=== design 1 ===
design_1/layer_met4.png
Scale: 3 px per µm.
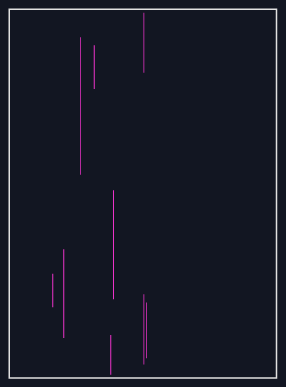

`src/rtl/mem_port_arbiter.sv`:
```
// mem_port_arbiter
//   Shares one memory-bank port between the host (AXI4-Lite, post decode) and
//   the CNN core. Round-robin grant, registered issue to memory, and in-order
//   read returns routed back to the issuing requester through a tag FIFO.
// Ports:
//   clk_a, arstz_aq            clock, asynchronous active-low reset
//   host_* / core_*            requester side: en/we/addr/din in, gnt/dout/valid out
//   mem_en/we/addr/din         registered memory command
//   mem_dout, mem_valid        in-order memory read return
//   rd_outstanding             reads issued and not yet returned
//   err_spurious               sticky: return seen with no read in flight
module mem_port_arbiter #(
   parameter int ADDR_WIDTH      = 12,
   parameter int DATA_WIDTH      = 32,
   parameter int MAX_OUTSTANDING = 4
) (
   input  logic                                   clk_a,
   input  logic                                   arstz_aq,
   input  logic                                   host_en,
   input  logic                                   host_we,
   input  logic [ADDR_WIDTH-1:0]                  host_addr,
   input  logic [DATA_WIDTH-1:0]                  host_din,
   output logic                                   host_gnt,
   output logic [DATA_WIDTH-1:0]                  host_dout,
   output logic                                   host_valid,
   input  logic                                   core_en,
   input  logic                                   core_we,
   input  logic [ADDR_WIDTH-1:0]                  core_addr,
   input  logic [DATA_WIDTH-1:0]                  core_din,
   output logic                                   core_gnt,
   output logic [DATA_WIDTH-1:0]                  core_dout,
   output logic                                   core_valid,
   output logic                                   mem_en,
   output logic                                   mem_we,
   output logic [ADDR_WIDTH-1:0]                  mem_addr,
   output logic [DATA_WIDTH-1:0]                  mem_din,
   input  logic [DATA_WIDTH-1:0]                  mem_dout,
   input  logic                                   mem_valid,
   output logic [$clog2(MAX_OUTSTANDING+1)-1:0]   rd_outstanding,
   output logic                                   err_spurious
);

   localparam int PTR_W = $clog2(MAX_OUTSTANDING);
   localparam int CNT_W = $clog2(MAX_OUTSTANDING+1);

   typedef enum logic {
      REQ_HOST = 1'b0,
      REQ_CORE = 1'b1
   } req_e;

   req_e                  last_gnt_q, last_gnt_d;
   req_e                  tag_q [MAX_OUTSTANDING];
   req_e                  tag_d [MAX_OUTSTANDING];
   logic [PTR_W-1:0]      wr_ptr_q, wr_ptr_d, rd_ptr_q, rd_ptr_d;
   logic [CNT_W-1:0]      rd_cnt_q, rd_cnt_d;
   logic                  err_q, err_d;
   logic                  mem_en_q, mem_en_d, mem_we_q, mem_we_d;
   logic [ADDR_WIDTH-1:0] mem_addr_q, mem_addr_d;
   logic [DATA_WIDTH-1:0] mem_din_q, mem_din_d;

   logic rd_slot, host_elig, core_elig, push, pop;
   req_e head_id;

   // Read eligibility uses the registered count only: a return arriving in
   // the same cycle does not free a slot until the next cycle.
   always_comb begin
      rd_slot   = rd_cnt_q < CNT_W'(MAX_OUTSTANDING);
      host_elig = host_en & (host_we | rd_slot);
      core_elig = core_en & (core_we | rd_slot);
      host_gnt  = host_elig & (~core_elig | (last_gnt_q == REQ_CORE));
      core_gnt  = core_elig & (~host_elig | (last_gnt_q == REQ_HOST));
   end

   always_comb begin
      head_id    = tag_q[rd_ptr_q];
      pop        = mem_valid & (rd_cnt_q != '0);
      host_valid = pop & (head_id == REQ_HOST);
      core_valid = pop & (head_id == REQ_CORE);
      host_dout  = host_valid ? mem_dout : '0;
      core_dout  = core_valid ? mem_dout : '0;
   end

   always_comb begin
      last_gnt_d = last_gnt_q;
      tag_d      = tag_q;
      wr_ptr_d   = wr_ptr_q;
      rd_ptr_d   = rd_ptr_q;
      rd_cnt_d   = rd_cnt_q;
      err_d      = err_q | (mem_valid & (rd_cnt_q == '0));
      mem_en_d   = 1'b0;
      mem_we_d   = 1'b0;
      mem_addr_d = '0;
      mem_din_d  = '0;
      push       = 1'b0;
      if (host_gnt) begin
         last_gnt_d = REQ_HOST;
         mem_en_d   = 1'b1;
         mem_we_d   = host_we;
         mem_addr_d = host_addr;
         mem_din_d  = host_din;
         push       = ~host_we;
      end else if (core_gnt) begin
         last_gnt_d = REQ_CORE;
         mem_en_d   = 1'b1;
         mem_we_d   = core_we;
         mem_addr_d = core_addr;
         mem_din_d  = core_din;
         push       = ~core_we;
      end
      if (push) begin
         tag_d[wr_ptr_q] = last_gnt_d;
         wr_ptr_d        = wr_ptr_q + PTR_W'(1);
      end
      if (pop) rd_ptr_d = rd_ptr_q + PTR_W'(1);
      // A full FIFO cannot push (reads ineligible), so no overflow case here.
      case ({push, pop})
         2'b10:   rd_cnt_d = rd_cnt_q + CNT_W'(1);
         2'b01:   rd_cnt_d = rd_cnt_q - CNT_W'(1);
         default: rd_cnt_d = rd_cnt_q;
      endcase
   end

   always_ff @(posedge clk_a or negedge arstz_aq) begin
      if (!arstz_aq) begin
         last_gnt_q <= REQ_CORE;
         for (int unsigned i = 0; i < MAX_OUTSTANDING; i++) tag_q[i] <= REQ_HOST;
         wr_ptr_q   <= '0;
         rd_ptr_q   <= '0;
         rd_cnt_q   <= '0;
         err_q      <= 1'b0;
         mem_en_q   <= 1'b0;
         mem_we_q   <= 1'b0;
         mem_addr_q <= '0;
         mem_din_q  <= '0;
      end else begin
         last_gnt_q <= last_gnt_d;
         tag_q      <= tag_d;
         wr_ptr_q   <= wr_ptr_d;
         rd_ptr_q   <= rd_ptr_d;
         rd_cnt_q   <= rd_cnt_d;
         err_q      <= err_d;
         mem_en_q   <= mem_en_d;
         mem_we_q   <= mem_we_d;
         mem_addr_q <= mem_addr_d;
         mem_din_q  <= mem_din_d;
      end
   end

   assign mem_en         = mem_en_q;
   assign mem_we         = mem_we_q;
   assign mem_addr       = mem_addr_q;
   assign mem_din        = mem_din_q;
   assign rd_outstanding = rd_cnt_q;
   assign err_spurious   = err_q;

endmodule
```
`config.mk`:
```
export PLATFORM = sky130hd
export DESIGN_NAME = mem_port_arbiter
export DESIGN_NICKNAME = d
export VERILOG_FILES = /design/src/rtl/mem_port_arbiter.sv
export SDC_FILE = /design/constraint.sdc
export NUM_CORES = 1
export LEC_CHECK = 0
export CORE_ASPECT_RATIO = 1.4
export CORE_MARGIN = 2
export CORE_UTILIZATION = 29
export DETAILED_ROUTE_END_ITERATION = 10
export PLACE_DENSITY = 0.81
export SLEW_MARGIN = 20
export SYNTH_ARGS = -nofsm -noshare
export SYNTH_HDL_FRONTEND = slang
export SYNTH_SLANG_ARGS = --single-unit
```
`constraint.sdc`:
```
create_clock -name clk_a -period 2.13 [get_ports clk_a]
set_input_delay 0.3195 -clock clk_a [delete_from_list [all_inputs] [get_ports clk_a]]
set_output_delay 0.3195 -clock clk_a [all_outputs]
set_load 0.05 [all_outputs]
```
=== design 2 ===
`src/rtl/bin_to_bcd_seq.sv`:
```
//------------------------------------------------------------------------------
// bin_to_bcd_seq
//   Sequential binary-to-BCD converter (shift-and-add-3 / double dabble), one
//   input bit per clock. Feeds the 8-digit seven-segment display driver, so the
//   digit outputs are registered and only change on the done cycle; the
//   display never sees a partially converted value.
//
// Parameters
//   IN_WIDTH : width of the unsigned binary operand (4..32, default 27).
//   DIGITS   : number of BCD digits; fixed at 8 to match the display driver.
//
// Ports
//   CLK            : system clock, rising-edge active
//   reset          : asynchronous active-low reset
//   start          : conversion request, honoured only when idle
//   value          : binary operand, captured on the accepted start
//   busy           : high while a conversion is running (IN_WIDTH cycles)
//   done           : one-cycle pulse when data_* / ovf are updated
//   ovf            : captured value was >= 100,000,000 (digits are mod 10^8)
//   data_7..data_0 : BCD digits, data_7 most significant
//------------------------------------------------------------------------------
`timescale 1ns/1ps

module bin_to_bcd_seq #(
   parameter int IN_WIDTH = 27,
   parameter int DIGITS   = 8
) (
   input  logic                CLK,
   input  logic                reset,
   input  logic                start,
   input  logic [IN_WIDTH-1:0] value,
   output logic                busy,
   output logic                done,
   output logic                ovf,
   output logic [3:0]          data_7,
   output logic [3:0]          data_6,
   output logic [3:0]          data_5,
   output logic [3:0]          data_4,
   output logic [3:0]          data_3,
   output logic [3:0]          data_2,
   output logic [3:0]          data_1,
   output logic [3:0]          data_0
);

   localparam int BCD_W = 4 * DIGITS;
   localparam int CNT_W = $clog2(IN_WIDTH);
   localparam logic [CNT_W-1:0] LAST_CNT = CNT_W'(IN_WIDTH - 1);

   localparam logic [0:0] ST_IDLE  = 1'b0;
   localparam logic [0:0] ST_SHIFT = 1'b1;

   // One double-dabble step: every nibble >= 5 gets +3, then the BCD register
   // shifts left taking the next binary MSB. A carry out of the top nibble is
   // dropped, which is what makes the result value mod 10^8.
   function automatic logic [BCD_W-1:0] dd_step(input logic [BCD_W-1:0] b,
                                                input logic              msb);
      logic [BCD_W-1:0] c;
      c = b;
      for (int i = 0; i < DIGITS; i++) begin
         if (b[4*i +: 4] >= 4'd5)
            c[4*i +: 4] = b[4*i +: 4] + 4'd3;
      end
      return (c << 1) | BCD_W'(msb);
   endfunction

   // Out-of-range detection. For IN_WIDTH < 27 the operand cannot reach
   // 10^8, so this folds to constant 0.
   function automatic logic ovf_of(input logic [IN_WIDTH-1:0] v);
      return (33'(v) >= 33'd100_000_000);
   endfunction

   logic [0:0]          state_q;
   logic [IN_WIDTH-1:0] bin_q;
   logic [BCD_W-1:0]    bcd_q;
   logic [CNT_W-1:0]    cnt_q;
   logic                ovf_pend_q;
   logic [BCD_W-1:0]    data_q;
   logic                done_q;
   logic                ovf_q;

   logic [BCD_W-1:0]    bcd_next;
   logic [IN_WIDTH-1:0] bin_next;

   always_comb begin
      bcd_next = dd_step(bcd_q, bin_q[IN_WIDTH-1]);
      bin_next = bin_q << 1;
   end

   always_ff @(posedge CLK or negedge reset) begin
      if (!reset) begin
         state_q    <= ST_IDLE;
         bin_q      <= '0;
         bcd_q      <= '0;
         cnt_q      <= '0;
         ovf_pend_q <= 1'b0;
         data_q     <= '0;
         done_q     <= 1'b0;
         ovf_q      <= 1'b0;
      end else begin
         done_q <= 1'b0;
         if (state_q == ST_IDLE) begin
            if (start) begin
               bin_q      <= value;
               bcd_q      <= '0;
               cnt_q      <= '0;
               ovf_pend_q <= ovf_of(value);
               state_q    <= ST_SHIFT;
            end
         end else begin
            bin_q <= bin_next;
            bcd_q <= bcd_next;
            cnt_q <= cnt_q + 1'b1;
            // Final shift: publish the fully shifted result in the same edge.
            if (cnt_q == LAST_CNT) begin
               data_q  <= bcd_next;
               ovf_q   <= ovf_pend_q;
               done_q  <= 1'b1;
               cnt_q   <= '0;
               state_q <= ST_IDLE;
            end
         end
      end
   end

   assign busy   = (state_q == ST_SHIFT);
   assign done   = done_q;
   assign ovf    = ovf_q;
   assign data_7 = data_q[31:28];
   assign data_6 = data_q[27:24];
   assign data_5 = data_q[23:20];
   assign data_4 = data_q[19:16];
   assign data_3 = data_q[15:12];
   assign data_2 = data_q[11:8];
   assign data_1 = data_q[7:4];
   assign data_0 = data_q[3:0];

endmodule

```
`config.mk`:
```
export PLATFORM = sky130hd
export DESIGN_NAME = bin_to_bcd_seq
export DESIGN_NICKNAME = d
export VERILOG_FILES = /design/src/rtl/bin_to_bcd_seq.sv
export SDC_FILE = /design/constraint.sdc
export NUM_CORES = 1
export LEC_CHECK = 0
export CELL_PAD_IN_SITES_DETAIL_PLACEMENT = 1
export CELL_PAD_IN_SITES_GLOBAL_PLACEMENT = 2
export CORE_MARGIN = 2
export CORE_UTILIZATION = 40
export CTS_BUF_LIST = sky130_fd_sc_hd__clkbuf_2 sky130_fd_sc_hd__clkbuf_4 sky130_fd_sc_hd__clkbuf_8
export DETAILED_ROUTE_END_ITERATION = 10
export PLACE_DENSITY = 0.95
export SETUP_SLACK_MARGIN = 0.05
export SLEW_MARGIN = 20
export SYNTH_ARGS = -nofsm -noshare
export SYNTH_HDL_FRONTEND = slang
export SYNTH_SLANG_ARGS = --single-unit
```
`constraint.sdc`:
```
create_clock -name CLK -period 3 [get_ports CLK]
set_input_delay 0.3 -clock CLK [delete_from_list [all_inputs] [get_ports CLK]]
set_output_delay 0.3 -clock CLK [all_outputs]
set_load 0.005 [all_outputs]
```
design_1/power_grid.png
Scale: 4 px per µm. Pins as bars on the die edge.
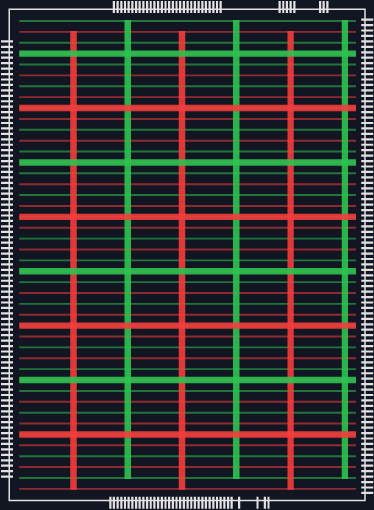
green -> VDD
red -> VSS
met4 straps = 6
rows = 43
signal pins = 245
die extent in x: 88.59 µm
standard cell core area: 9846 µm²

## Picture notes: design_1/layer_met4.png
share of all routed wire = 2.0%
nets with wire on the layer = 9
main direction = vertical
Vias: 3159
total length of routed wires: 10.63 mm

==> impl_metrics.tcl, design 1 <==
# yosys + openroad results
set metrics [dict create \
    yosysWarnings 0 \
    syn_area_um2 2905 \
    wirelength_per_cell_um 15.97 \
    gr-total-overflow 0 \
    fp_util_pct 29.51 \
    final_net_count 659 \
    synthesized_area_per_cell_um2 10.60 \
    path_cells "mux4_2 -> buf_12 -> and3_1 -> buf_12" \
    critical-path-max-stage-delay_ns 0.61 \
    clkTransAtPathRegs_ns 0.05 \
    setup.worst_path.end_class "output pin" \
    run_status "complete, but fails checks" \
    ys_cells 274 \
    finalSetupTns_ns -4.771 \
    setup_slack_ns -0.1013 \
    finalHoldViolCount 0 \
    worst_skew_pair.late_latency_ns 0.32 \
    synth_top_flop_cell "sky130_fd_sc_hd__dfrtp_1" \
    slew_violations 0 \
    post-cts-setup-buffer-count 0 \
    finalInstanceArea_um2 6690 \
    detail_route.drc_violations 0 \
    multi_input_comb_area_um2 1354 \
    dp.final_hpwl_mm 8.265 \
    total_clock_buffers_created_by_cts 9 \
    setup_viol_count_final 66 \
    skew_ns 0.004557 \
    power_switching_share_pct 45.87 \
    whs_ns 0.01057 \
    placed_instance_area_um2 6271 \
    diodes_inserted 0 \
    maxCapViolCount 0 \
    failed_checks "negative setup slack" \
    n_fill_cell 702 \
    cts.sinks 59 \
    layout.cells.non_filler 666 \
    dp_slack_ns -0.2474 \
    max_slew.worst_pin.slew_ns 0.6023 \
    globalRouteTotalUtil_pct 18.29 \
    crit_path_top_delay_cell "sky130_fd_sc_hd__mux4_2" \
    grt_first_pass_wirelength_mm 15.19 \
    synth-xor-area-share_pct 1.809 \
    power.clock.fraction_pct 14.6 \
    fin_crit_sh_pct 104.8 \
]
[design 1: path summary, 6_finish.rpt]
check	from	endpoint
max	rd_ptr_q[0]	core_dout[0]
min	arstz_aq	mem_din[19]
max reg2reg	last_gnt_q	rd_outstanding[2]
min reg2reg	err_spurious	err_spurious
max in group asynchronous	arstz_aq	last_gnt_q
min in group clk_a	err_spurious	err_spurious
[design 1: sequential cells by signal (all words and copies together) (netlist names), 2 cells and up]
signal	cells
wr_ptr_q	2
tag_q	4
rd_ptr_q	2
mem_addr	12
rd_outstanding	3
mem_din	32
[design 1: final cells by class]
cell class | instances | share of cell area [%]
inverters | 8 | 0.4488
multi-input cells | 182 | 20.24
flip-flops and latches | 59 | 22.14
clock buffers | 14 | 3.946
repair buffers | 266 | 50.18
clock inverters | 2 | 0.5237
well taps | 135 | 2.525
[design 1: power by group through the flow]
stage	combinational [mW]	clock, mW	sequential (mW)
floorplan	2.95	0	2.43
global placement	6.37	0	1.64
detailed placement	6.46	0	1.66
CTS	6.48	1.45	1.65
global route	7.06	1.50	1.68
finish	6.75	1.43	1.64
[design 1: layer usage]
layer	part of all wire (%)	global-route usage (%)
met5	0	0
met4	2.0	7.386
met3	10	6.658
met2	54	34.16
met1	34	17.70
design_2/power_grid.png
Scale: 4 px per µm. Pins as bars on the die edge.
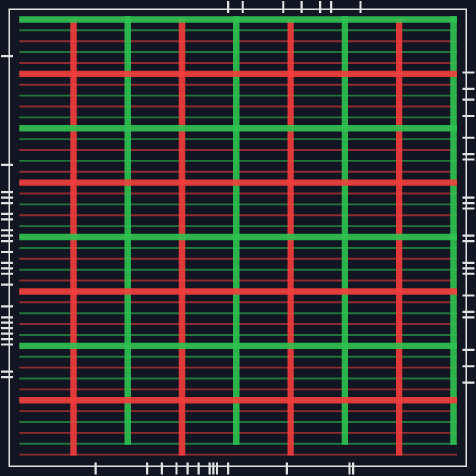
green -> VDD
red -> VSS
met4 straps = 8
signal pins = 65
met1 rails = 41

==> impl_metrics.tcl, design 2 <==
# yosys + openroad results
set metrics [dict create \
    run_status "finished, final reports clean" \
    gp_routability_congestion 0.7668 \
    dp_slack_ns 0.9153 \
    most_used_routing_layer "met2" \
    final_net_count 563 \
    enable_flop_cells 0 \
    post_cts_resize_count 0 \
    clk_root_buffer_cell "sky130_fd_sc_hd__clkbuf_8" \
    synthesized_area_per_cell_um2 10.52 \
    power.clock.fraction_pct 15.6 \
    mostFrequentLayoutCell "sky130_fd_sc_hd__dfrtp_1" \
    worstHoldPathType "in -> async" \
    wl_met1_mm 5.052 \
    crit_required_ns 2.70 \
    worst-setup-path-type "reg -> out" \
    synth-area-yosys_um2 4830 \
    number_of_cells_after_detailed_placement 651 \
    timing.critical_path.fanout_max 42 \
    flop_area_um2 2506 \
    finish.utilization_pct 48.52 \
    detailedRoute.firstPassIterationCount 4 \
    chip_area_um2 12970 \
    global_route.usage.met3_pct 5.313 \
    syn_area_um2 4830 \
    total_clock_buffers_created_by_cts 9 \
    placed_instance_area_um2 5580 \
    antenna_violating_nets_post_route 0 \
    synth_flop_count 100 \
    p_sw_mw 2.170 \
]
design 2: worst paths after layout:
kind | from | to | slack [ns] | cells after the start
worst max-delay path | busy | busy | 0.84 | 1
worst min-delay path | reset | data_q[23] | 0.04 | 1
worst max register to register | cnt_q[0] | data_q[0] | 0.93 | 6
worst min register to register | data_q[24] | data_q[24] | 0.49 | 2
max in group asynchronous | reset | bin_q[25] | 2.26 | 2
min in group CLK | start | bcd_q[0] | 0.41 | 2
design 2: power groups by stage:
stage	combinational (mW)	sequential (mW)	clock, mW
2_1_floorplan	1.64	2.28	0
3_3_place_gp	2.28	2.42	0
3_5_place_dp	2.45	2.45	0
4_1_cts	2.47	2.44	0.920
5_1_grt	2.72	2.53	0.980
6_report	2.43	2.44	0.899
design 2: flip-flops by register name (all words and copies together) (netlist names):
register	cells
done	1
ovf	1
bcd_q	32
bin_q	27
data_q	32
busy	1
ovf_pend_q	1
cnt_q	5
design 2: cells by family after synthesis:
kind of cell / share of synthesized area [%]
AOI/OAI and AO/OA: 11.17
adders and majority gates: 4.663
DFF: 51.81
xor gates and xnor gates: 1.632
buffers and inverters: 3.886
and+or+nand+nor: 11.84
muxes: 15.00

==> screenshots <==
Local utilization.
picture 1
Scale: 2 px per µm. 11 x 11 tiles, from white (low) to dark blue (high), 0 to 100% covered.
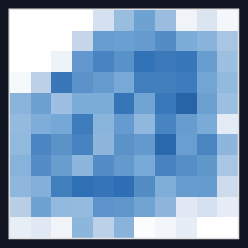
picture 2
Scale: 2 px per µm. 9 x 12 tiles, from white (low) to dark blue (high), 0 to 100% covered.
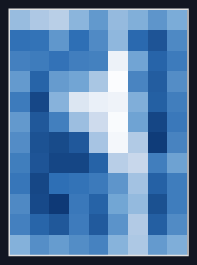
picture 2 -> design 1
picture 1 -> design 2

Key to picture 1:
fullest tile = 79%
tiles over 75% full = 2.5%
nearly empty tiles = 9.1%
mean over tiles = 43%
emptiest ninth of the die = north-west



==> gallery <==
Routed clock nets over the placement.
Scale: 4 px per µm.
panel A
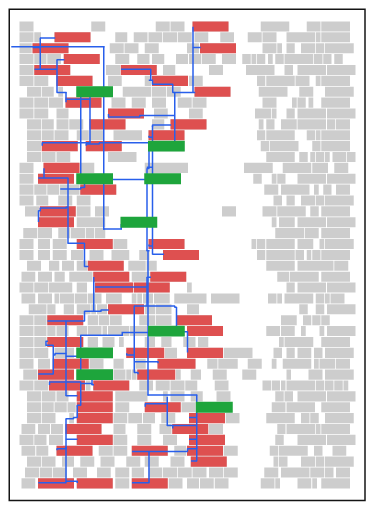
panel B
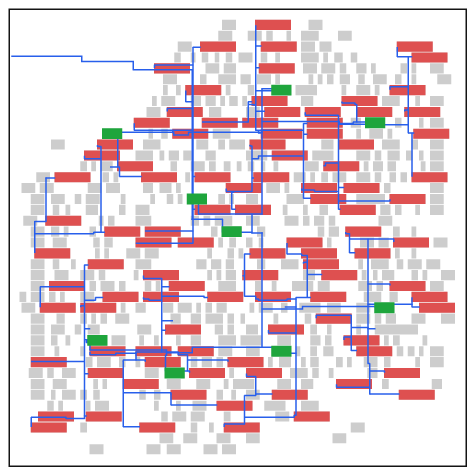
- panel A = design 1
- panel B = design 2

Power figures rest on the tool's default switching activity, not on a simulated workload.
